==================== design 1
**Design 1: the metal 1 layer**

Supply wires on this layer in grey.
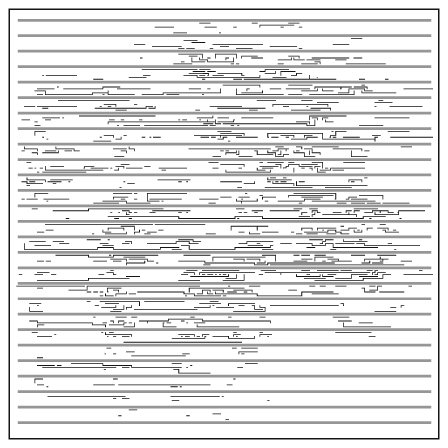

--- src/rtl/atpg_pkg.sv ---
// Shared types, constants and width helpers for the launch/capture pattern sequencer.
package atpg_pkg;

  typedef enum logic [1:0] {
    ST_IDLE     = 2'd0,
    ST_APPLY_V1 = 2'd1,
    ST_APPLY_V2 = 2'd2,
    ST_DONE     = 2'd3
  } atpg_state_e;

  localparam int              MISR_W    = 16;
  localparam logic [MISR_W-1:0] MISR_POLY = 16'h1021;

  // Address width for a memory of 'depth' entries, never narrower than one bit.
  function automatic int addr_w(input int depth);
    return (depth > 1) ? $clog2(depth) : 1;
  endfunction

  // Width able to hold every value 0..n inclusive.
  function automatic int cnt_w(input int n);
    return (n > 0) ? $clog2(n + 1) : 1;
  endfunction

  function automatic int max_int(input int a, input int b);
    return (a > b) ? a : b;
  endfunction

endpackage

--- src/rtl/atpg_pat_mem.sv ---
// Pattern store: one {v1, v2, expected} word per pattern, written synchronously,
// read combinationally so the sequencer can drive the DUT in the same cycle.
module atpg_pat_mem
  import atpg_pkg::*;
#(
  parameter int IN_W    = 4,
  parameter int OUT_W   = 1,
  parameter int NUM_PAT = 4,
  localparam int AW     = addr_w(NUM_PAT)
) (
  input  logic             clk,
  input  logic             i_we,
  input  logic [AW-1:0]    i_waddr,
  input  logic [IN_W-1:0]  i_v1,
  input  logic [IN_W-1:0]  i_v2,
  input  logic [OUT_W-1:0] i_exp,
  input  logic [AW-1:0]    i_raddr,
  output logic [IN_W-1:0]  o_v1,
  output logic [IN_W-1:0]  o_v2,
  output logic [OUT_W-1:0] o_exp
);

  localparam int WORD_W = 2 * IN_W + OUT_W;

  logic [WORD_W-1:0] w_words [NUM_PAT];
  logic [WORD_W-1:0] w_rd_word;

  // No reset on purpose: loaded patterns must survive a sequencer reset.
  genvar gi;
  generate
    for (gi = 0; gi < NUM_PAT; gi++) begin : g_entry
      logic [WORD_W-1:0] r_word;

      always_ff @(posedge clk) begin
        if (i_we && (i_waddr == AW'(gi))) begin
          r_word <= {i_v1, i_v2, i_exp};
        end
      end

      assign w_words[gi] = r_word;
    end
  endgenerate

  assign w_rd_word = w_words[i_raddr];
  assign o_v1      = w_rd_word[WORD_W-1 -: IN_W];
  assign o_v2      = w_rd_word[OUT_W +: IN_W];
  assign o_exp     = w_rd_word[OUT_W-1:0];

endmodule

--- src/rtl/atpg_pair_sequencer.sv ---
// Two-vector launch/capture pattern applicator with response compare and fail count.
// Optional 16-bit response MISR and 'signature' port when ATPG_MISR_EN is defined.
module atpg_pair_sequencer
  import atpg_pkg::*;
#(
  parameter int IN_W     = 4,
  parameter int OUT_W    = 1,
  parameter int NUM_PAT  = 4,
  parameter int HOLD_CYC = 4,
  parameter int CAP_DLY  = 1,
  localparam int AW      = addr_w(NUM_PAT),
  localparam int NW      = cnt_w(NUM_PAT)
) (
  input  logic             clk,
  input  logic             rst_n,
  input  logic             start,
  input  logic [NW-1:0]    n_pat,
  input  logic             pat_we,
  input  logic [AW-1:0]    pat_addr,
  input  logic [IN_W-1:0]  pat_v1,
  input  logic [IN_W-1:0]  pat_v2,
  input  logic [OUT_W-1:0] pat_exp,
  output logic [IN_W-1:0]  dut_in,
  input  logic [OUT_W-1:0] dut_out,
  output logic             busy,
  output logic             done,
  output logic             resp_valid,
  output logic [AW-1:0]    resp_idx,
  output logic [OUT_W-1:0] resp_data,
  output logic             resp_mismatch,
  output logic [NW-1:0]    fail_cnt
`ifdef ATPG_MISR_EN
  ,
  output logic [MISR_W-1:0] signature
`endif
);

  localparam int CW = cnt_w(max_int(HOLD_CYC, CAP_DLY));

  atpg_state_e      r_state, w_state_next;
  logic [CW-1:0]    r_cnt, w_cnt_next;
  logic [AW-1:0]    r_idx, w_idx_next;
  logic [AW-1:0]    r_last;
  logic [AW-1:0]    w_last_sel;
  logic             w_start_acc;
  logic             w_capture;
  logic             w_mismatch;
  logic [IN_W-1:0]  w_dut_in;
  logic             w_busy;
  logic             w_done;

  logic             r_resp_valid;
  logic [AW-1:0]    r_resp_idx;
  logic [OUT_W-1:0] r_resp_data;
  logic             r_resp_mismatch;
  logic [NW-1:0]    r_fail_cnt;

  logic [IN_W-1:0]  w_rd_v1;
  logic [IN_W-1:0]  w_rd_v2;
  logic [OUT_W-1:0] w_rd_exp;

  atpg_pat_mem #(
    .IN_W    (IN_W),
    .OUT_W   (OUT_W),
    .NUM_PAT (NUM_PAT)
  ) u_pat_mem (
    .clk     (clk),
    .i_we    (pat_we && (r_state == ST_IDLE)),
    .i_waddr (pat_addr),
    .i_v1    (pat_v1),
    .i_v2    (pat_v2),
    .i_exp   (pat_exp),
    .i_raddr (r_idx),
    .o_v1    (w_rd_v1),
    .o_v2    (w_rd_v2),
    .o_exp   (w_rd_exp)
  );

  // A zero or oversized request means "run every stored pattern".
  always_comb begin
    w_last_sel = AW'(NUM_PAT - 1);
    if ((n_pat != '0) && (int'(n_pat) <= NUM_PAT)) begin
      w_last_sel = AW'(n_pat - NW'(1));
    end
  end

  assign w_mismatch = (dut_out != w_rd_exp);

  always_comb begin
    w_state_next = r_state;
    w_cnt_next   = r_cnt;
    w_idx_next   = r_idx;
    w_start_acc  = 1'b0;
    w_capture    = 1'b0;
    w_dut_in     = '0;
    w_busy       = 1'b0;
    w_done       = 1'b0;

    case (r_state)
      ST_IDLE: begin
        if (start) begin
          w_start_acc  = 1'b1;
          w_state_next = ST_APPLY_V1;
          w_cnt_next   = CW'(HOLD_CYC - 1);
          w_idx_next   = '0;
        end
      end

      ST_APPLY_V1: begin
        w_busy   = 1'b1;
        w_dut_in = w_rd_v1;
        if (r_cnt == '0) begin
          w_state_next = ST_APPLY_V2;
          w_cnt_next   = CW'(CAP_DLY - 1);
        end else begin
          w_cnt_next = r_cnt - CW'(1);
        end
      end

      ST_APPLY_V2: begin
        w_busy   = 1'b1;
        w_dut_in = w_rd_v2;
        if (r_cnt == '0) begin
          // Capture edge; the next pattern's V1 follows with no idle gap.
          w_capture = 1'b1;
          if (r_idx == r_last) begin
            w_state_next = ST_DONE;
            w_cnt_next   = '0;
          end else begin
            w_state_next = ST_APPLY_V1;
            w_cnt_next   = CW'(HOLD_CYC - 1);
            w_idx_next   = r_idx + AW'(1);
          end
        end else begin
          w_cnt_next = r_cnt - CW'(1);
        end
      end

      ST_DONE: begin
        w_done       = 1'b1;
        w_state_next = ST_IDLE;
      end

      default: begin
        w_state_next = ST_IDLE;
      end
    endcase
  end

  always_ff @(posedge clk) begin
    if (!rst_n) begin
      r_state         <= ST_IDLE;
      r_cnt           <= '0;
      r_idx           <= '0;
      r_last          <= '0;
      r_resp_valid    <= 1'b0;
      r_resp_idx      <= '0;
      r_resp_data     <= '0;
      r_resp_mismatch <= 1'b0;
      r_fail_cnt      <= '0;
    end else begin
      r_state      <= w_state_next;
      r_cnt        <= w_cnt_next;
      r_idx        <= w_idx_next;
      r_resp_valid <= w_capture;
      if (w_start_acc) begin
        r_last     <= w_last_sel;
        r_fail_cnt <= '0;
      end else if (w_capture) begin
        r_resp_idx      <= r_idx;
        r_resp_data     <= dut_out;
        r_resp_mismatch <= w_mismatch;
        if (w_mismatch) begin
          r_fail_cnt <= r_fail_cnt + NW'(1);
        end
      end
    end
  end

`ifdef ATPG_MISR_EN
  logic [MISR_W-1:0] r_sig;

  always_ff @(posedge clk) begin
    if (!rst_n) begin
      r_sig <= '0;
    end else if (w_start_acc) begin
      r_sig <= '0;
    end else if (w_capture) begin
      r_sig <= {r_sig[MISR_W-2:0], 1'b0}
             ^ (r_sig[MISR_W-1] ? MISR_POLY : '0)
             ^ MISR_W'(dut_out);
    end
  end

  assign signature = r_sig;
`endif

  assign dut_in        = w_dut_in;
  assign busy          = w_busy;
  assign done          = w_done;
  assign resp_valid    = r_resp_valid;
  assign resp_idx      = r_resp_idx;
  assign resp_data     = r_resp_data;
  assign resp_mismatch = r_resp_mismatch;
  assign fail_cnt      = r_fail_cnt;

endmodule

--- config.mk ---
export PLATFORM = sky130hd
export DESIGN_NAME = atpg_pair_sequencer
export DESIGN_NICKNAME = d
export VERILOG_FILES = /design/src/rtl/atpg_pkg.sv /design/src/rtl/atpg_pat_mem.sv /design/src/rtl/atpg_pair_sequencer.sv
export SDC_FILE = /design/constraint.sdc
export NUM_CORES = 1
export LEC_CHECK = 0
export ABC_AREA = 1
export CAP_MARGIN = 10
export CORE_UTILIZATION = 50
export DETAILED_ROUTE_END_ITERATION = 10
export PLACE_DENSITY = 0.84
export SLEW_MARGIN = 20
export SYNTH_ARGS = -nofsm -noshare
export SYNTH_HDL_FRONTEND = slang
export SYNTH_HIERARCHICAL = 1
export SYNTH_SLANG_ARGS = --single-unit
--- constraint.sdc ---
create_clock -name clk -period 2.2 [get_ports clk]
set_input_delay 0.33 -clock clk [delete_from_list [all_inputs] [get_ports clk]]
set_output_delay 0.33 -clock clk [all_outputs]
set_load 0.02 [all_outputs]
==================== design 2
[config.mk]
export PLATFORM = sky130hd
export DESIGN_NAME = uart_axi_master_flat
export DESIGN_NICKNAME = d
export VERILOG_FILES = /design/src/rtl/uart_axi_master_if.sv /design/src/rtl/uart_axi_master.sv /design/src/flat_wrapper.sv
export SDC_FILE = /design/constraint.sdc
export NUM_CORES = 1
export LEC_CHECK = 0
export ABC_CLOCK_PERIOD_IN_PS = 1100
export CAP_MARGIN = 5
export CORE_UTILIZATION = 30
export DETAILED_ROUTE_END_ITERATION = 7
export PLACE_DENSITY = 0.74
export SYNTH_ARGS = -nofsm -noshare
export SYNTH_HDL_FRONTEND = slang
export SYNTH_SLANG_ARGS = --single-unit
[constraint.sdc]
create_clock -name clk -period 1.1 [get_ports clk]
set_input_delay 0.22 -clock clk [delete_from_list [all_inputs] [get_ports clk]]
set_output_delay 0.22 -clock clk [all_outputs]
set_load 0.01 [all_outputs]
[src/rtl/uart_axi_master_if.sv]
// AXI4-lite bus between the UART register bridge and the UART slave.
// Only the low byte of the data channels carries UART traffic.
interface uart_axi_master_if;
    logic [3:0]  uart_axi_araddr;
    logic        uart_axi_arvalid;
    logic        uart_axi_arready;
    logic [31:0] uart_axi_rdata;
    logic [1:0]  uart_axi_rresp;
    logic        uart_axi_rvalid;
    logic        uart_axi_rready;
    logic [3:0]  uart_axi_awaddr;
    logic        uart_axi_awvalid;
    logic        uart_axi_awready;
    logic [31:0] uart_axi_wdata;
    logic [3:0]  uart_axi_wstrb;
    logic        uart_axi_wvalid;
    logic        uart_axi_wready;
    logic [1:0]  uart_axi_bresp;
    logic        uart_axi_bvalid;
    logic        uart_axi_bready;

    modport master (
        output uart_axi_araddr, uart_axi_arvalid, uart_axi_rready,
        output uart_axi_awaddr, uart_axi_awvalid,
        output uart_axi_wdata, uart_axi_wstrb, uart_axi_wvalid,
        output uart_axi_bready,
        input  uart_axi_arready, uart_axi_rdata, uart_axi_rresp,
        input  uart_axi_rvalid, uart_axi_awready, uart_axi_wready,
        input  uart_axi_bresp, uart_axi_bvalid
    );

    modport slave (
        input  uart_axi_araddr, uart_axi_arvalid, uart_axi_rready,
        input  uart_axi_awaddr, uart_axi_awvalid,
        input  uart_axi_wdata, uart_axi_wstrb, uart_axi_wvalid,
        input  uart_axi_bready,
        output uart_axi_arready, uart_axi_rdata, uart_axi_rresp,
        output uart_axi_rvalid, uart_axi_awready, uart_axi_wready,
        output uart_axi_bresp, uart_axi_bvalid
    );
endinterface

[src/rtl/uart_axi_master.sv]
// Simple register-access front end that turns single read/write strobes
// into AXI4-lite transactions; read and write paths run independently.
module uart_axi_master #(
    parameter logic [3:0] WSTRB = 4'b1111
) (
    input  logic       clk,
    input  logic       rstn,
    input  logic       r_en,
    input  logic [3:0] r_addr,
    output logic [7:0] r_data,
    output logic       r_busy,
    output logic       r_done,
    output logic       r_err,
    input  logic       w_en,
    input  logic [3:0] w_addr,
    input  logic [7:0] w_data,
    output logic       w_busy,
    output logic       w_done,
    output logic       w_err,
    uart_axi_master_if.master axi
);

    typedef enum logic [1:0] {R_IDLE, R_ADDR, R_DATA} r_state_e;
    typedef enum logic [1:0] {W_IDLE, W_AW_W, W_RESP} w_state_e;

    r_state_e    r_state_q, r_state_d;
    logic [3:0]  araddr_q, araddr_d;
    logic        arvalid_q, arvalid_d;
    logic        rready_q, rready_d;
    logic [7:0]  rdata_q, rdata_d;
    logic        rerr_q, rerr_d;
    logic        rdone_q, rdone_d;

    w_state_e    w_state_q, w_state_d;
    logic [3:0]  awaddr_q, awaddr_d;
    logic [31:0] wdata_q, wdata_d;
    logic        awvalid_q, awvalid_d;
    logic        wvalid_q, wvalid_d;
    logic        bready_q, bready_d;
    logic        werr_q, werr_d;
    logic        wdone_q, wdone_d;
    logic        aw_ok, w_ok;

    // Upper read-data bytes carry nothing for an 8-bit UART.
    logic unused_rdata;
    assign unused_rdata = ^axi.uart_axi_rdata[31:8];

    always_ff @(posedge clk) begin
        if (!rstn) begin
            r_state_q <= R_IDLE;
            araddr_q  <= 4'h8;
            arvalid_q <= 1'b0;
            rready_q  <= 1'b0;
            rdata_q   <= 8'h00;
            rerr_q    <= 1'b0;
            rdone_q   <= 1'b0;
            w_state_q <= W_IDLE;
            awaddr_q  <= 4'h4;
            wdata_q   <= 32'h0;
            awvalid_q <= 1'b0;
            wvalid_q  <= 1'b0;
            bready_q  <= 1'b0;
            werr_q    <= 1'b0;
            wdone_q   <= 1'b0;
        end else begin
            r_state_q <= r_state_d;
            araddr_q  <= araddr_d;
            arvalid_q <= arvalid_d;
            rready_q  <= rready_d;
            rdata_q   <= rdata_d;
            rerr_q    <= rerr_d;
            rdone_q   <= rdone_d;
            w_state_q <= w_state_d;
            awaddr_q  <= awaddr_d;
            wdata_q   <= wdata_d;
            awvalid_q <= awvalid_d;
            wvalid_q  <= wvalid_d;
            bready_q  <= bready_d;
            werr_q    <= werr_d;
            wdone_q   <= wdone_d;
        end
    end

    always_comb begin
        r_state_d = r_state_q;
        araddr_d  = araddr_q;
        arvalid_d = arvalid_q;
        rready_d  = rready_q;
        rdata_d   = rdata_q;
        rerr_d    = rerr_q;
        rdone_d   = 1'b0;
        unique case (r_state_q)
            R_IDLE: begin
                if (r_en) begin
                    araddr_d  = r_addr;
                    arvalid_d = 1'b1;
                    r_state_d = R_ADDR;
                end
            end
            R_ADDR: begin
                if (axi.uart_axi_arready) begin
                    arvalid_d = 1'b0;
                    rready_d  = 1'b1;
                    r_state_d = R_DATA;
                end
            end
            R_DATA: begin
                if (axi.uart_axi_rvalid) begin
                    rdata_d   = axi.uart_axi_rdata[7:0];
                    rerr_d    = |axi.uart_axi_rresp;
                    rready_d  = 1'b0;
                    rdone_d   = 1'b1;
                    r_state_d = R_IDLE;
                end
            end
            default: r_state_d = R_IDLE;
        endcase
    end

    always_comb begin
        w_state_d = w_state_q;
        awaddr_d  = awaddr_q;
        wdata_d   = wdata_q;
        awvalid_d = awvalid_q;
        wvalid_d  = wvalid_q;
        bready_d  = bready_q;
        werr_d    = werr_q;
        wdone_d   = 1'b0;
        aw_ok     = 1'b0;
        w_ok      = 1'b0;
        unique case (w_state_q)
            W_IDLE: begin
                if (w_en) begin
                    awaddr_d  = w_addr;
                    wdata_d   = {24'h0, w_data};
                    awvalid_d = 1'b1;
                    wvalid_d  = 1'b1;
                    w_state_d = W_AW_W;
                end
            end
            W_AW_W: begin
                // A channel is done once its valid is low or accepted now.
                aw_ok = !awvalid_q || axi.uart_axi_awready;
                w_ok  = !wvalid_q || axi.uart_axi_wready;
                if (axi.uart_axi_awready) awvalid_d = 1'b0;
                if (axi.uart_axi_wready)  wvalid_d  = 1'b0;
                if (aw_ok && w_ok) begin
                    bready_d  = 1'b1;
                    w_state_d = W_RESP;
                end
            end
            W_RESP: begin
                if (axi.uart_axi_bvalid) begin
                    werr_d    = |axi.uart_axi_bresp;
                    bready_d  = 1'b0;
                    wdone_d   = 1'b1;
                    w_state_d = W_IDLE;
                end
            end
            default: w_state_d = W_IDLE;
        endcase
    end

    assign r_data = rdata_q;
    assign r_err  = rerr_q;
    assign r_done = rdone_q;
    assign r_busy = (r_state_q != R_IDLE);
    assign w_err  = werr_q;
    assign w_done = wdone_q;
    assign w_busy = (w_state_q != W_IDLE);

    assign axi.uart_axi_araddr  = araddr_q;
    assign axi.uart_axi_arvalid = arvalid_q;
    assign axi.uart_axi_rready  = rready_q;
    assign axi.uart_axi_awaddr  = awaddr_q;
    assign axi.uart_axi_awvalid = awvalid_q;
    assign axi.uart_axi_wdata   = wdata_q;
    assign axi.uart_axi_wstrb   = WSTRB;
    assign axi.uart_axi_wvalid  = wvalid_q;
    assign axi.uart_axi_bready  = bready_q;

endmodule

[src/flat_wrapper.sv]
// flat-port wrapper written by rule: the top's interface ports become plain ports
module uart_axi_master_flat 
#(
    parameter logic [3:0] WSTRB = 4'b1111
)
  (clk, rstn, r_en, r_addr, r_data, r_busy, r_done, r_err, w_en, w_addr, w_data, w_busy, w_done, w_err, axi_uart_axi_araddr, axi_uart_axi_arvalid, axi_uart_axi_rready, axi_uart_axi_awaddr, axi_uart_axi_awvalid, axi_uart_axi_wdata, axi_uart_axi_wstrb, axi_uart_axi_wvalid, axi_uart_axi_bready, axi_uart_axi_arready, axi_uart_axi_rdata, axi_uart_axi_rresp, axi_uart_axi_rvalid, axi_uart_axi_awready, axi_uart_axi_wready, axi_uart_axi_bresp, axi_uart_axi_bvalid);
  uart_axi_master_if axi_i ();
  input  logic clk;
  input  logic rstn;
  input  logic r_en;
  input  logic [3:0] r_addr;
  output logic [7:0] r_data;
  output logic r_busy;
  output logic r_done;
  output logic r_err;
  input  logic w_en;
  input  logic [3:0] w_addr;
  input  logic [7:0] w_data;
  output logic w_busy;
  output logic w_done;
  output logic w_err;
  output wire logic [$bits(axi_i.uart_axi_araddr)-1:0] axi_uart_axi_araddr;
  output wire logic [$bits(axi_i.uart_axi_arvalid)-1:0] axi_uart_axi_arvalid;
  output wire logic [$bits(axi_i.uart_axi_rready)-1:0] axi_uart_axi_rready;
  output wire logic [$bits(axi_i.uart_axi_awaddr)-1:0] axi_uart_axi_awaddr;
  output wire logic [$bits(axi_i.uart_axi_awvalid)-1:0] axi_uart_axi_awvalid;
  output wire logic [$bits(axi_i.uart_axi_wdata)-1:0] axi_uart_axi_wdata;
  output wire logic [$bits(axi_i.uart_axi_wstrb)-1:0] axi_uart_axi_wstrb;
  output wire logic [$bits(axi_i.uart_axi_wvalid)-1:0] axi_uart_axi_wvalid;
  output wire logic [$bits(axi_i.uart_axi_bready)-1:0] axi_uart_axi_bready;
  input wire logic [$bits(axi_i.uart_axi_arready)-1:0] axi_uart_axi_arready;
  input wire logic [$bits(axi_i.uart_axi_rdata)-1:0] axi_uart_axi_rdata;
  input wire logic [$bits(axi_i.uart_axi_rresp)-1:0] axi_uart_axi_rresp;
  input wire logic [$bits(axi_i.uart_axi_rvalid)-1:0] axi_uart_axi_rvalid;
  input wire logic [$bits(axi_i.uart_axi_awready)-1:0] axi_uart_axi_awready;
  input wire logic [$bits(axi_i.uart_axi_wready)-1:0] axi_uart_axi_wready;
  input wire logic [$bits(axi_i.uart_axi_bresp)-1:0] axi_uart_axi_bresp;
  input wire logic [$bits(axi_i.uart_axi_bvalid)-1:0] axi_uart_axi_bvalid;
  assign axi_uart_axi_araddr = axi_i.uart_axi_araddr;
  assign axi_uart_axi_arvalid = axi_i.uart_axi_arvalid;
  assign axi_uart_axi_rready = axi_i.uart_axi_rready;
  assign axi_uart_axi_awaddr = axi_i.uart_axi_awaddr;
  assign axi_uart_axi_awvalid = axi_i.uart_axi_awvalid;
  assign axi_uart_axi_wdata = axi_i.uart_axi_wdata;
  assign axi_uart_axi_wstrb = axi_i.uart_axi_wstrb;
  assign axi_uart_axi_wvalid = axi_i.uart_axi_wvalid;
  assign axi_uart_axi_bready = axi_i.uart_axi_bready;
  assign axi_i.uart_axi_arready = axi_uart_axi_arready;
  assign axi_i.uart_axi_rdata = axi_uart_axi_rdata;
  assign axi_i.uart_axi_rresp = axi_uart_axi_rresp;
  assign axi_i.uart_axi_rvalid = axi_uart_axi_rvalid;
  assign axi_i.uart_axi_awready = axi_uart_axi_awready;
  assign axi_i.uart_axi_wready = axi_uart_axi_wready;
  assign axi_i.uart_axi_bresp = axi_uart_axi_bresp;
  assign axi_i.uart_axi_bvalid = axi_uart_axi_bvalid;
  uart_axi_master #(.WSTRB(WSTRB)) u_core (.clk(clk), .rstn(rstn), .r_en(r_en), .r_addr(r_addr), .r_data(r_data), .r_busy(r_busy), .r_done(r_done), .r_err(r_err), .w_en(w_en), .w_addr(w_addr), .w_data(w_data), .w_busy(w_busy), .w_done(w_done), .w_err(w_err), .axi(axi_i));
endmodule
==================== design 3
## config.mk

```make
export PLATFORM = sky130hd
export DESIGN_NAME = branch_target_buffer
export DESIGN_NICKNAME = d
export VERILOG_FILES = /design/src/rtl/branch_target_buffer.sv
export SDC_FILE = /design/constraint.sdc
export NUM_CORES = 1
export LEC_CHECK = 0
export CAP_MARGIN = 0
export CORE_UTILIZATION = 33
export DETAILED_ROUTE_END_ITERATION = 16
export PLACE_DENSITY = 0.59
export SYNTH_ARGS = -nofsm -noshare
export SYNTH_HDL_FRONTEND = slang
export SYNTH_SLANG_ARGS = --single-unit
```

## constraint.sdc

```tcl
create_clock -name clk -period 50 [get_ports clk]
set_input_delay 10 -clock clk [delete_from_list [all_inputs] [get_ports clk]]
set_output_delay 10 -clock clk [all_outputs]
set_load 0.1 [all_outputs]
```

## src/rtl/branch_target_buffer.sv

```systemverilog
// Direct-mapped branch target buffer: combinational lookup for fetch and a
// single training port from execute. Define BTB_STATS_EN to enable the event counters.
module branch_target_buffer #(
  parameter int ENTRIES  = 16,
  parameter int PC_WIDTH = 16,
  parameter int CTR_BITS = 2
) (
  input  logic                clk,
  input  logic                reset,
  input  logic [PC_WIDTH-1:0] fetch_pc,
  input  logic                lookup_en,
  output logic                pred_hit,
  output logic                pred_taken,
  output logic [PC_WIDTH-1:0] pred_target,
  input  logic                upd_valid,
  input  logic [PC_WIDTH-1:0] upd_pc,
  input  logic                upd_taken,
  input  logic [PC_WIDTH-1:0] upd_target,
  input  logic                upd_mispredict,
  input  logic                flush,
  output logic [15:0]         stat_lookups,
  output logic [15:0]         stat_hits,
  output logic [15:0]         stat_mispredicts
);

  localparam int INDEX_BITS = $clog2(ENTRIES);
  localparam int TAG_BITS   = PC_WIDTH - INDEX_BITS;

  localparam logic [CTR_BITS-1:0] CTR_MAX     = '1;
  localparam logic [CTR_BITS-1:0] CTR_WEAK_T  = CTR_BITS'(1) << (CTR_BITS - 1);
  localparam logic [CTR_BITS-1:0] CTR_WEAK_NT = CTR_WEAK_T - CTR_BITS'(1);

  logic [ENTRIES-1:0]  r_valid;
  logic [TAG_BITS-1:0] r_tag    [ENTRIES];
  logic [PC_WIDTH-1:0] r_target [ENTRIES];
  logic [CTR_BITS-1:0] r_ctr    [ENTRIES];

  logic [INDEX_BITS-1:0] w_fetch_idx;
  logic [TAG_BITS-1:0]   w_fetch_tag;
  logic [INDEX_BITS-1:0] w_upd_idx;
  logic [TAG_BITS-1:0]   w_upd_tag;
  logic                  w_upd_hit;

  assign w_fetch_idx = fetch_pc[INDEX_BITS-1:0];
  assign w_fetch_tag = fetch_pc[PC_WIDTH-1:INDEX_BITS];
  assign w_upd_idx   = upd_pc[INDEX_BITS-1:0];
  assign w_upd_tag   = upd_pc[PC_WIDTH-1:INDEX_BITS];
  assign w_upd_hit   = r_valid[w_upd_idx] && (r_tag[w_upd_idx] == w_upd_tag);

  // Lookup reads only registered state, so a same-cycle update is seen next cycle.
  assign pred_hit    = r_valid[w_fetch_idx] && (r_tag[w_fetch_idx] == w_fetch_tag);
  assign pred_taken  = pred_hit && r_ctr[w_fetch_idx][CTR_BITS-1];
  assign pred_target = pred_taken ? r_target[w_fetch_idx] : fetch_pc + PC_WIDTH'(1);

  // NOTE: the table is reset entry by entry because counters must come out of
  // reset weakly not-taken; this forces flops rather than a RAM macro.
  always_ff @(posedge clk or posedge reset) begin
    if (reset) begin
      r_valid <= '0;
      for (int i = 0; i < ENTRIES; i++) begin
        r_tag[i]    <= '0;
        r_target[i] <= '0;
        r_ctr[i]    <= CTR_WEAK_NT;
      end
    end else if (flush) begin
      r_valid <= '0;
    end else if (upd_valid) begin
      if (w_upd_hit) begin
        if (upd_taken) begin
          r_target[w_upd_idx] <= upd_target;
          if (r_ctr[w_upd_idx] != CTR_MAX) r_ctr[w_upd_idx] <= r_ctr[w_upd_idx] + CTR_BITS'(1);
        end else if (r_ctr[w_upd_idx] != '0) begin
          r_ctr[w_upd_idx] <= r_ctr[w_upd_idx] - CTR_BITS'(1);
        end
      end else if (upd_taken) begin
        r_valid[w_upd_idx]  <= 1'b1;
        r_tag[w_upd_idx]    <= w_upd_tag;
        r_target[w_upd_idx] <= upd_target;
        r_ctr[w_upd_idx]    <= CTR_WEAK_T;
      end
    end
  end

`ifdef BTB_STATS_EN
  logic [15:0] r_stat_lookups;
  logic [15:0] r_stat_hits;
  logic [15:0] r_stat_mispredicts;

  // Counters saturate and survive flush; only reset clears them.
  always_ff @(posedge clk or posedge reset) begin
    if (reset) begin
      r_stat_lookups     <= '0;
      r_stat_hits        <= '0;
      r_stat_mispredicts <= '0;
    end else begin
      if (lookup_en && r_stat_lookups != 16'hFFFF)
        r_stat_lookups <= r_stat_lookups + 16'd1;
      if (lookup_en && pred_hit && r_stat_hits != 16'hFFFF)
        r_stat_hits <= r_stat_hits + 16'd1;
      if (upd_valid && upd_mispredict && r_stat_mispredicts != 16'hFFFF)
        r_stat_mispredicts <= r_stat_mispredicts + 16'd1;
    end
  end

  assign stat_lookups     = r_stat_lookups;
  assign stat_hits        = r_stat_hits;
  assign stat_mispredicts = r_stat_mispredicts;
`else
  logic w_unused_stats;
  assign w_unused_stats   = lookup_en ^ upd_mispredict;
  assign stat_lookups     = '0;
  assign stat_hits        = '0;
  assign stat_mispredicts = '0;
`endif

endmodule

```

==================== design 4
==> config.mk <==
export PLATFORM = sky130hd
export DESIGN_NAME = divider_seq
export DESIGN_NICKNAME = d
export VERILOG_FILES = /design/src/rtl/divider_seq.sv
export SDC_FILE = /design/constraint.sdc
export NUM_CORES = 1
export LEC_CHECK = 0
export CORE_MARGIN = 5
export CORE_UTILIZATION = 40
export CTS_CLUSTER_SIZE = 14
export DETAILED_ROUTE_END_ITERATION = 6
export PLACE_DENSITY = 0.63
export SLEW_MARGIN = 10
export SYNTH_ARGS = -nofsm -noshare
export SYNTH_HDL_FRONTEND = slang
export SYNTH_SLANG_ARGS = --single-unit
==> constraint.sdc <==
create_clock -name iClk -period 4.5 [get_ports iClk]
set_clock_uncertainty 0.05 [all_clocks]
set_input_delay 0.675 -clock iClk [delete_from_list [all_inputs] [get_ports iClk]]
set_output_delay 0.675 -clock iClk [all_outputs]
set_load 0.02 [all_outputs]
==> src/rtl/divider_seq.sv <==
// Iterative restoring divider: 2*BITWIDTH-bit dividend by BITWIDTH-bit divisor,
// one quotient bit per enabled cycle, valid/ready handshake on both sides.
module divider_seq #(
  parameter int BITWIDTH = 32
) (
  input  logic                    iClk,
  input  logic                    iRstN,
  input  logic                    iEn,
  input  logic                    iClr,
  input  logic                    iValid,
  output logic                    oReady,
  input  logic [2*BITWIDTH-1:0]   iData0,
  input  logic [BITWIDTH-1:0]     iData1,
  output logic                    oValid,
  input  logic                    iReady,
  output logic [BITWIDTH-1:0]     oQuot,
  output logic [BITWIDTH-1:0]     oRem,
  output logic                    oDivZero,
  output logic                    oOvf
);

  localparam int CW = (BITWIDTH > 1) ? $clog2(BITWIDTH) : 1;

  typedef enum logic [1:0] {
    IDLE = 2'd0,
    CALC = 2'd1,
    DONE = 2'd2
  } state_t;

  state_t              state_r;
  state_t              nextState_s;
  logic [BITWIDTH-1:0] divisor_r;
  logic [BITWIDTH-1:0] remPart_r;
  logic [BITWIDTH-1:0] shift_r;
  logic [BITWIDTH-1:0] quot_r;
  logic [BITWIDTH-1:0] rem_r;
  logic [CW-1:0]       cnt_r;
  logic                valid_r;
  logic                divZero_r;
  logic                ovf_r;

  logic [BITWIDTH-1:0] dividendHi_s;
  logic                zeroDiv_s;
  logic                tooBig_s;
  logic                accept_s;
  logic [BITWIDTH:0]   trial_s;
  logic                geq_s;
  logic [BITWIDTH-1:0] remNext_s;
  logic [BITWIDTH-1:0] shiftNext_s;

  assign dividendHi_s = iData0[2*BITWIDTH-1:BITWIDTH];
  assign zeroDiv_s    = (iData1 == {BITWIDTH{1'b0}});
  assign tooBig_s     = (dividendHi_s >= iData1);
  assign oReady       = iRstN & iEn & (state_r == IDLE);
  assign accept_s     = iValid & oReady;

  assign oValid   = valid_r;
  assign oQuot    = quot_r;
  assign oRem     = rem_r;
  assign oDivZero = divZero_r;
  assign oOvf     = ovf_r;

  // One restoring step; the difference fits BITWIDTH bits because remPart_r < divisor_r
  always_comb begin
    trial_s     = {remPart_r, shift_r[BITWIDTH-1]};
    geq_s       = (trial_s >= {1'b0, divisor_r});
    remNext_s   = trial_s[BITWIDTH-1:0];
    shiftNext_s = {shift_r[BITWIDTH-2:0], geq_s};
    if (geq_s) begin
      remNext_s = trial_s[BITWIDTH-1:0] - divisor_r;
    end else begin
      remNext_s = trial_s[BITWIDTH-1:0];
    end
  end

  // Next-state decode
  always_comb begin
    nextState_s = state_r;
    case (state_r)
      IDLE: begin
        if (accept_s) begin
          if (zeroDiv_s || tooBig_s) begin
            nextState_s = DONE;
          end else begin
            nextState_s = CALC;
          end
        end else begin
          nextState_s = IDLE;
        end
      end
      CALC: begin
        if (cnt_r == {CW{1'b0}}) begin
          nextState_s = DONE;
        end else begin
          nextState_s = CALC;
        end
      end
      DONE: begin
        if (iReady) begin
          nextState_s = IDLE;
        end else begin
          nextState_s = DONE;
        end
      end
      default: nextState_s = IDLE;
    endcase
  end

  // State register
  always_ff @(posedge iClk or negedge iRstN) begin
    if (!iRstN) begin
      state_r <= IDLE;
    end else if (iClr) begin
      state_r <= IDLE;
    end else if (iEn) begin
      state_r <= nextState_s;
    end else begin
      state_r <= state_r;
    end
  end

  // Datapath and registered result outputs
  always_ff @(posedge iClk or negedge iRstN) begin
    if (!iRstN) begin
      divisor_r <= {BITWIDTH{1'b0}};
      remPart_r <= {BITWIDTH{1'b0}};
      shift_r   <= {BITWIDTH{1'b0}};
      cnt_r     <= {CW{1'b0}};
      quot_r    <= {BITWIDTH{1'b0}};
      rem_r     <= {BITWIDTH{1'b0}};
      valid_r   <= 1'b0;
      divZero_r <= 1'b0;
      ovf_r     <= 1'b0;
    end else if (iClr) begin
      divisor_r <= {BITWIDTH{1'b0}};
      remPart_r <= {BITWIDTH{1'b0}};
      shift_r   <= {BITWIDTH{1'b0}};
      cnt_r     <= {CW{1'b0}};
      quot_r    <= {BITWIDTH{1'b0}};
      rem_r     <= {BITWIDTH{1'b0}};
      valid_r   <= 1'b0;
      divZero_r <= 1'b0;
      ovf_r     <= 1'b0;
    end else if (iEn) begin
      case (state_r)
        IDLE: begin
          if (accept_s && zeroDiv_s) begin
            quot_r    <= {BITWIDTH{1'b1}};
            rem_r     <= iData0[BITWIDTH-1:0];
            divZero_r <= 1'b1;
            ovf_r     <= 1'b0;
            valid_r   <= 1'b1;
          end else if (accept_s && tooBig_s) begin
            quot_r    <= {BITWIDTH{1'b1}};
            rem_r     <= {BITWIDTH{1'b0}};
            divZero_r <= 1'b0;
            ovf_r     <= 1'b1;
            valid_r   <= 1'b1;
          end else if (accept_s) begin
            divisor_r <= iData1;
            remPart_r <= dividendHi_s;
            shift_r   <= iData0[BITWIDTH-1:0];
            cnt_r     <= CW'(BITWIDTH - 1);
          end else begin
            valid_r   <= 1'b0;
          end
        end
        CALC: begin
          remPart_r <= remNext_s;
          shift_r   <= shiftNext_s;
          cnt_r     <= cnt_r - CW'(1);
          if (cnt_r == {CW{1'b0}}) begin
            quot_r    <= shiftNext_s;
            rem_r     <= remNext_s;
            divZero_r <= 1'b0;
            ovf_r     <= 1'b0;
            valid_r   <= 1'b1;
          end else begin
            valid_r   <= 1'b0;
          end
        end
        DONE: begin
          if (iReady) begin
            valid_r <= 1'b0;
          end else begin
            valid_r <= 1'b1;
          end
        end
        default: valid_r <= 1'b0;
      endcase
    end else begin
      valid_r <= valid_r;
    end
  end

endmodule

**Design 3: the metal 1 layer**

Supply wires on this layer in grey.
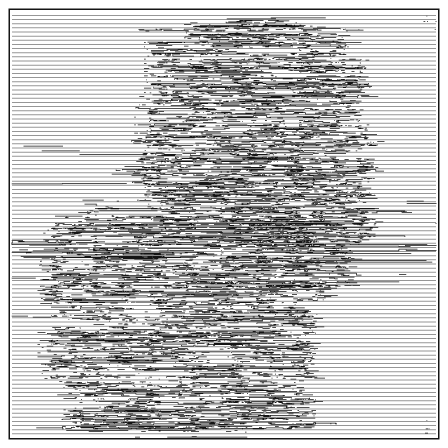
1662 nets have wire on it. The longest straight run is 95.7 µm. The layer holds 44% of the routed length. The wires run mostly horizontal. The layer carries 31.5 mm of wire.

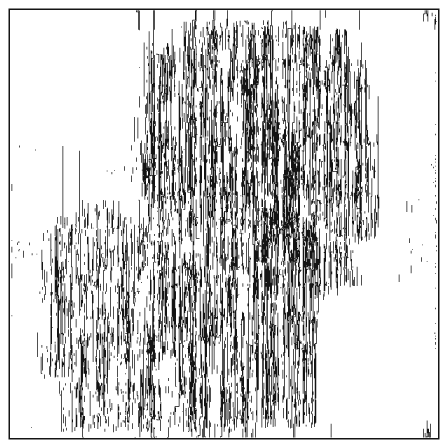
**Above:** design 3 (M2 wires).
The layer holds 48% of the routed length. The wires run mostly vertical. The layer carries 33.8 mm of wire. The longest straight run is 104 µm.

==> impl_metrics.py, design 3 <==
# Flow results
metrics = {
    "power": {
        "pg_seq_w": 0.000483,
        "p_total_w": 0.00106,
        "p_seq_share_pct": 45.4,
        "p_sw_share_pct": 26.6,
    },
    "critical_path": {
        "cp_data_arrival_time_ns": 14.92,
        "r2r_cells": 8,
        "r2r_slack_ns": 45.93,
        "critPathKind": "input port to primary output",
        "worstSetupStartpoint": "fetch_pc[2]",
    },
    "route": {
        "via_per_inst": 5.40,
        "wl_met3_um": 3950,
        "drtIter0Drc": 1176,
    },
    "synth": {
        "ys_sh_simple_pct": 2.49,
        "yosys_area_um2": 25700,
    },
    "clocking": {
        "h-tree-depth": 2,
        "root_buffer": "clkbuf_16",
    },
    "hold_path": {
        "hold_depth": 1,
        "min_from": "r_target[83]",
    },
    "global_route": {
        "gr-usage-met2_pct": 29.2,
    },
    "final_timing": {
        "post-route-period-util_pct": 49.8,
        "setup_viol": 0,
    },
    "layout": {
        "fin_util_pct": 37.8,
        "buffers": 106,
    },
    "run_status": {
        "status": "finished, final reports clean",
    },
}
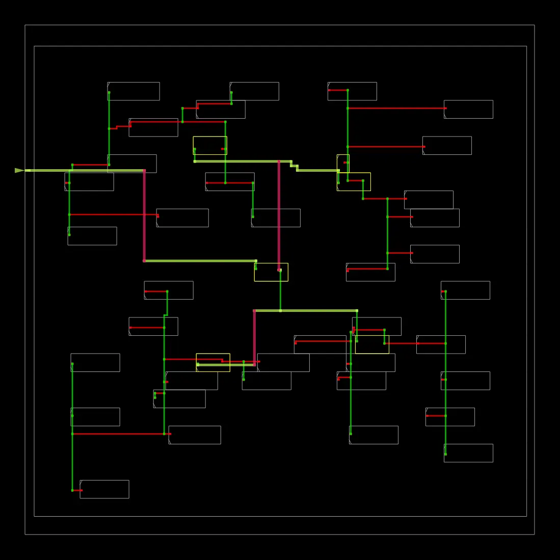
**Above:** design 2 (clock routing).
registers: 37
clk sinks: 37
Clock Skew: 0.00556 ns

==> impl_metrics.py, design 2 <==
# Flow results
metrics = {
    "final_timing": {
        "setup_slack_ns": -0.0839,
        "setup_viol": 13,
        "rsz0062_at_grt": "true",
    },
    "layout": {
        "fin_cells": 350,
        "comb_area_um2": 756,
        "lay_top_cells": "clkdlybuf4s50_1, dfxtp_1, nand2_1, conb_1, clkbuf_2",
        "fin_area_um2": 2460,
        "clock_area_share_pct": 3.01,
        "largest_class": "buffers",
    },
    "clocking": {
        "cts_made_buffers": 5,
    },
    "synth": {
        "ys_seq_share_pct": 44.3,
        "yosys_area_um2": 1670,
        "yosys_cells": 197,
        "ys.flops": 37,
        "ys_sh_simple_pct": 21.6,
        "edf_count": 0,
    },
    "route": {
        "wl_per_cell_um": 10.8,
        "drtIter0Drc": 83,
    },
    "critical_path": {
        "worstPathRequired_ns": 0.88,
        "critPathKind": "flop to primary output",
        "worstSetupStartpoint": "u_core.w_state_q[0]",
        "startpoint_type": "flop",
    },
    "run_status": {
        "status": "finished with violations",
        "violations": "setup timing",
    },
    "global_route": {
        "grt_pass1_vias": 1284,
        "grt_max_degree": 42,
        "use_met1_pct": 15.9,
    },
    "job": {
        "drv_cap": 0,
    },
}
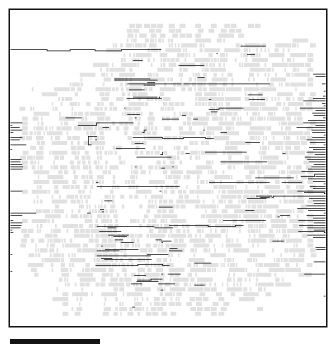
**Above:** design 4 (metal 3).
Bar = 50 µm. Cells faint in the background.
The wires run mostly horizontal. The layer carries 1810 µm of wire.
final WL: 35100 µm
met3 usage: 3.17%
vias post-DR: 10.4k

==> impl_metrics.py, design 4 <==
# Flow results
metrics = {
    "synth": {
        "ys_sh_simple_pct": 20.3,
        "edf_count": 0,
        "top_cell": "nor2_1",
        "ys.flop_type": "dfrtp_1",
        "aoi_share_pct": 25.3,
    },
    "power": {
        "power.leakage_nw": 6.08,
        "ir_worst_vdd_mv": 0.208,
    },
    "critical_path": {
        "cpMaxStageDelayCell": "a211oi_4",
        "critPathKind": "flop to flop",
        "reg2reg_from": "divisor_r[26]",
    },
    "floorplanning": {
        "fp_util_pct": 40.7,
    },
    "global_route": {
        "use_met1_pct": 32.4,
        "grt_max_degree": 74,
    },
    "route": {
        "detail-route-antenna-nets": 0,
    },
    "layout": {
        "buffers": 206,
    },
    "final_timing": {
        "rsz0062_at_grt": "false",
    },
    "clocking": {
        "clk_pin_slew_ns": 0.08,
    },
    "run_status": {
        "status": "finished, final reports clean",
    },
}
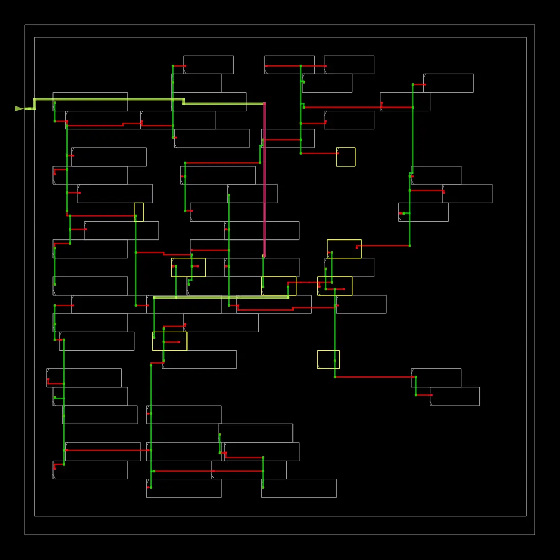
**Above:** design 1 (clock routing).
Clock Skew: 0.0135 ns
Clock net power: 0.000535 W

Notes on 'the metal 1 layer' of design 1 above:
The layer carries 2180 µm of wire. The layer holds 43% of the routed length. 335 nets have wire on it. The wires run mostly horizontal.

==> impl_metrics.py, design 1 <==
# Flow results
metrics = {
    "run_status": {
        "status": "finished, final reports clean",
    },
    "hold_path": {
        "min_from": "resp_mismatch",
    },
    "layout": {
        "antenna_cells": 0,
        "buf_share_pct": 12.1,
    },
    "global_route": {
        "top_usage_layer": "met2",
        "grt_pass1_vias": 1829,
    },
    "placed_design": {
        "place_ws_ns": 0.142,
        "gp_congestion": 0.797,
    },
    "route": {
        "met2_length_um": 2570,
        "drtIter0Drc": 164,
    },
    "critical_path": {
        "end_kind": "primary output",
        "worstPathMaxFanout": 6,
        "cp_slowest_stage_delay_ns": 0.41,
        "crit_end": "dut_in[0]",
        "worstSetupStartpoint": "r_state[0]",
        "path_delay_family": "buffers and inverters",
    },
    "power": {
        "p_sw_share_pct": 39.8,
        "p_total_w": 0.00316,
        "p_switching_w": 0.00126,
    },
    "synth": {
        "ys_async_sr_fraction_pct": 0,
    },
    "floorplanning": {
        "io_pins": 33,
    },
}


## Gallery

Metal 3.
image #1
Bar = 20 µm. Cells faint in the background.
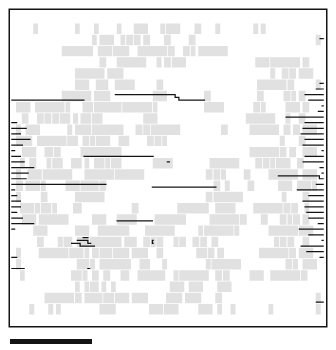
image #2
Bar = 20 µm. Cells faint in the background.
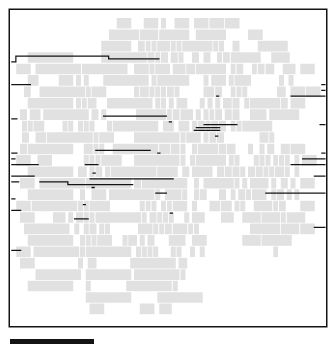
image #3
Bar = 100 µm. Cells faint in the background.
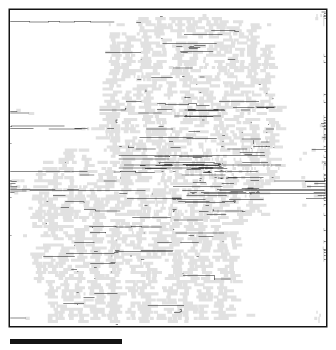
| from | picture |
|---|---|
| design 1 | image #2 |
| design 2 | image #1 |
| design 3 | image #3 |

Key to image #1:
The layer holds 7.6% of the routed length. The wires run mostly horizontal. The layer carries 285 µm of wire. The longest straight run is 22.8 µm. 62 nets have wire on it.


==> screenshots <==
M2 wires.
Plate I
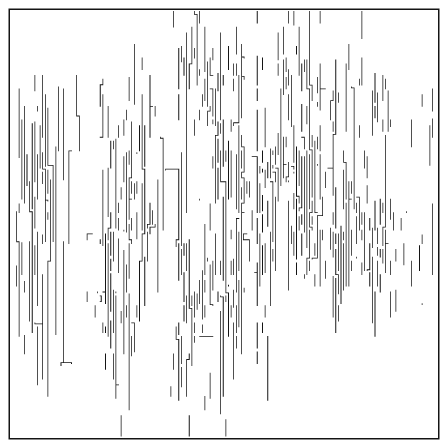
Plate II
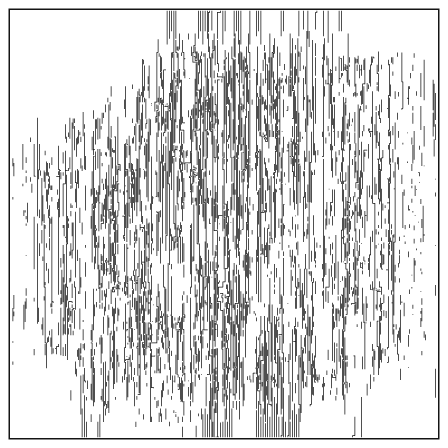
Plate III
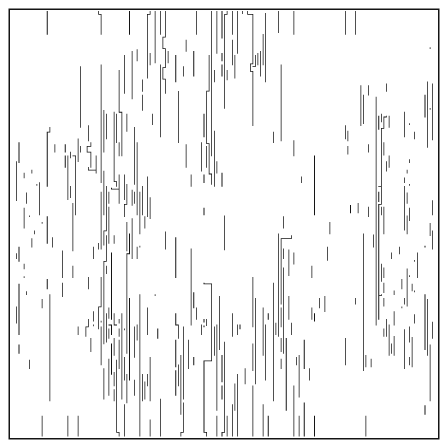
- Plate I = design 1
- Plate II = design 4
- Plate III = design 2

Key to Plate II:
The wires run mostly vertical. The layer carries 16200 µm of wire.

Power figures rest on the tool's default switching activity, not on a simulated workload.
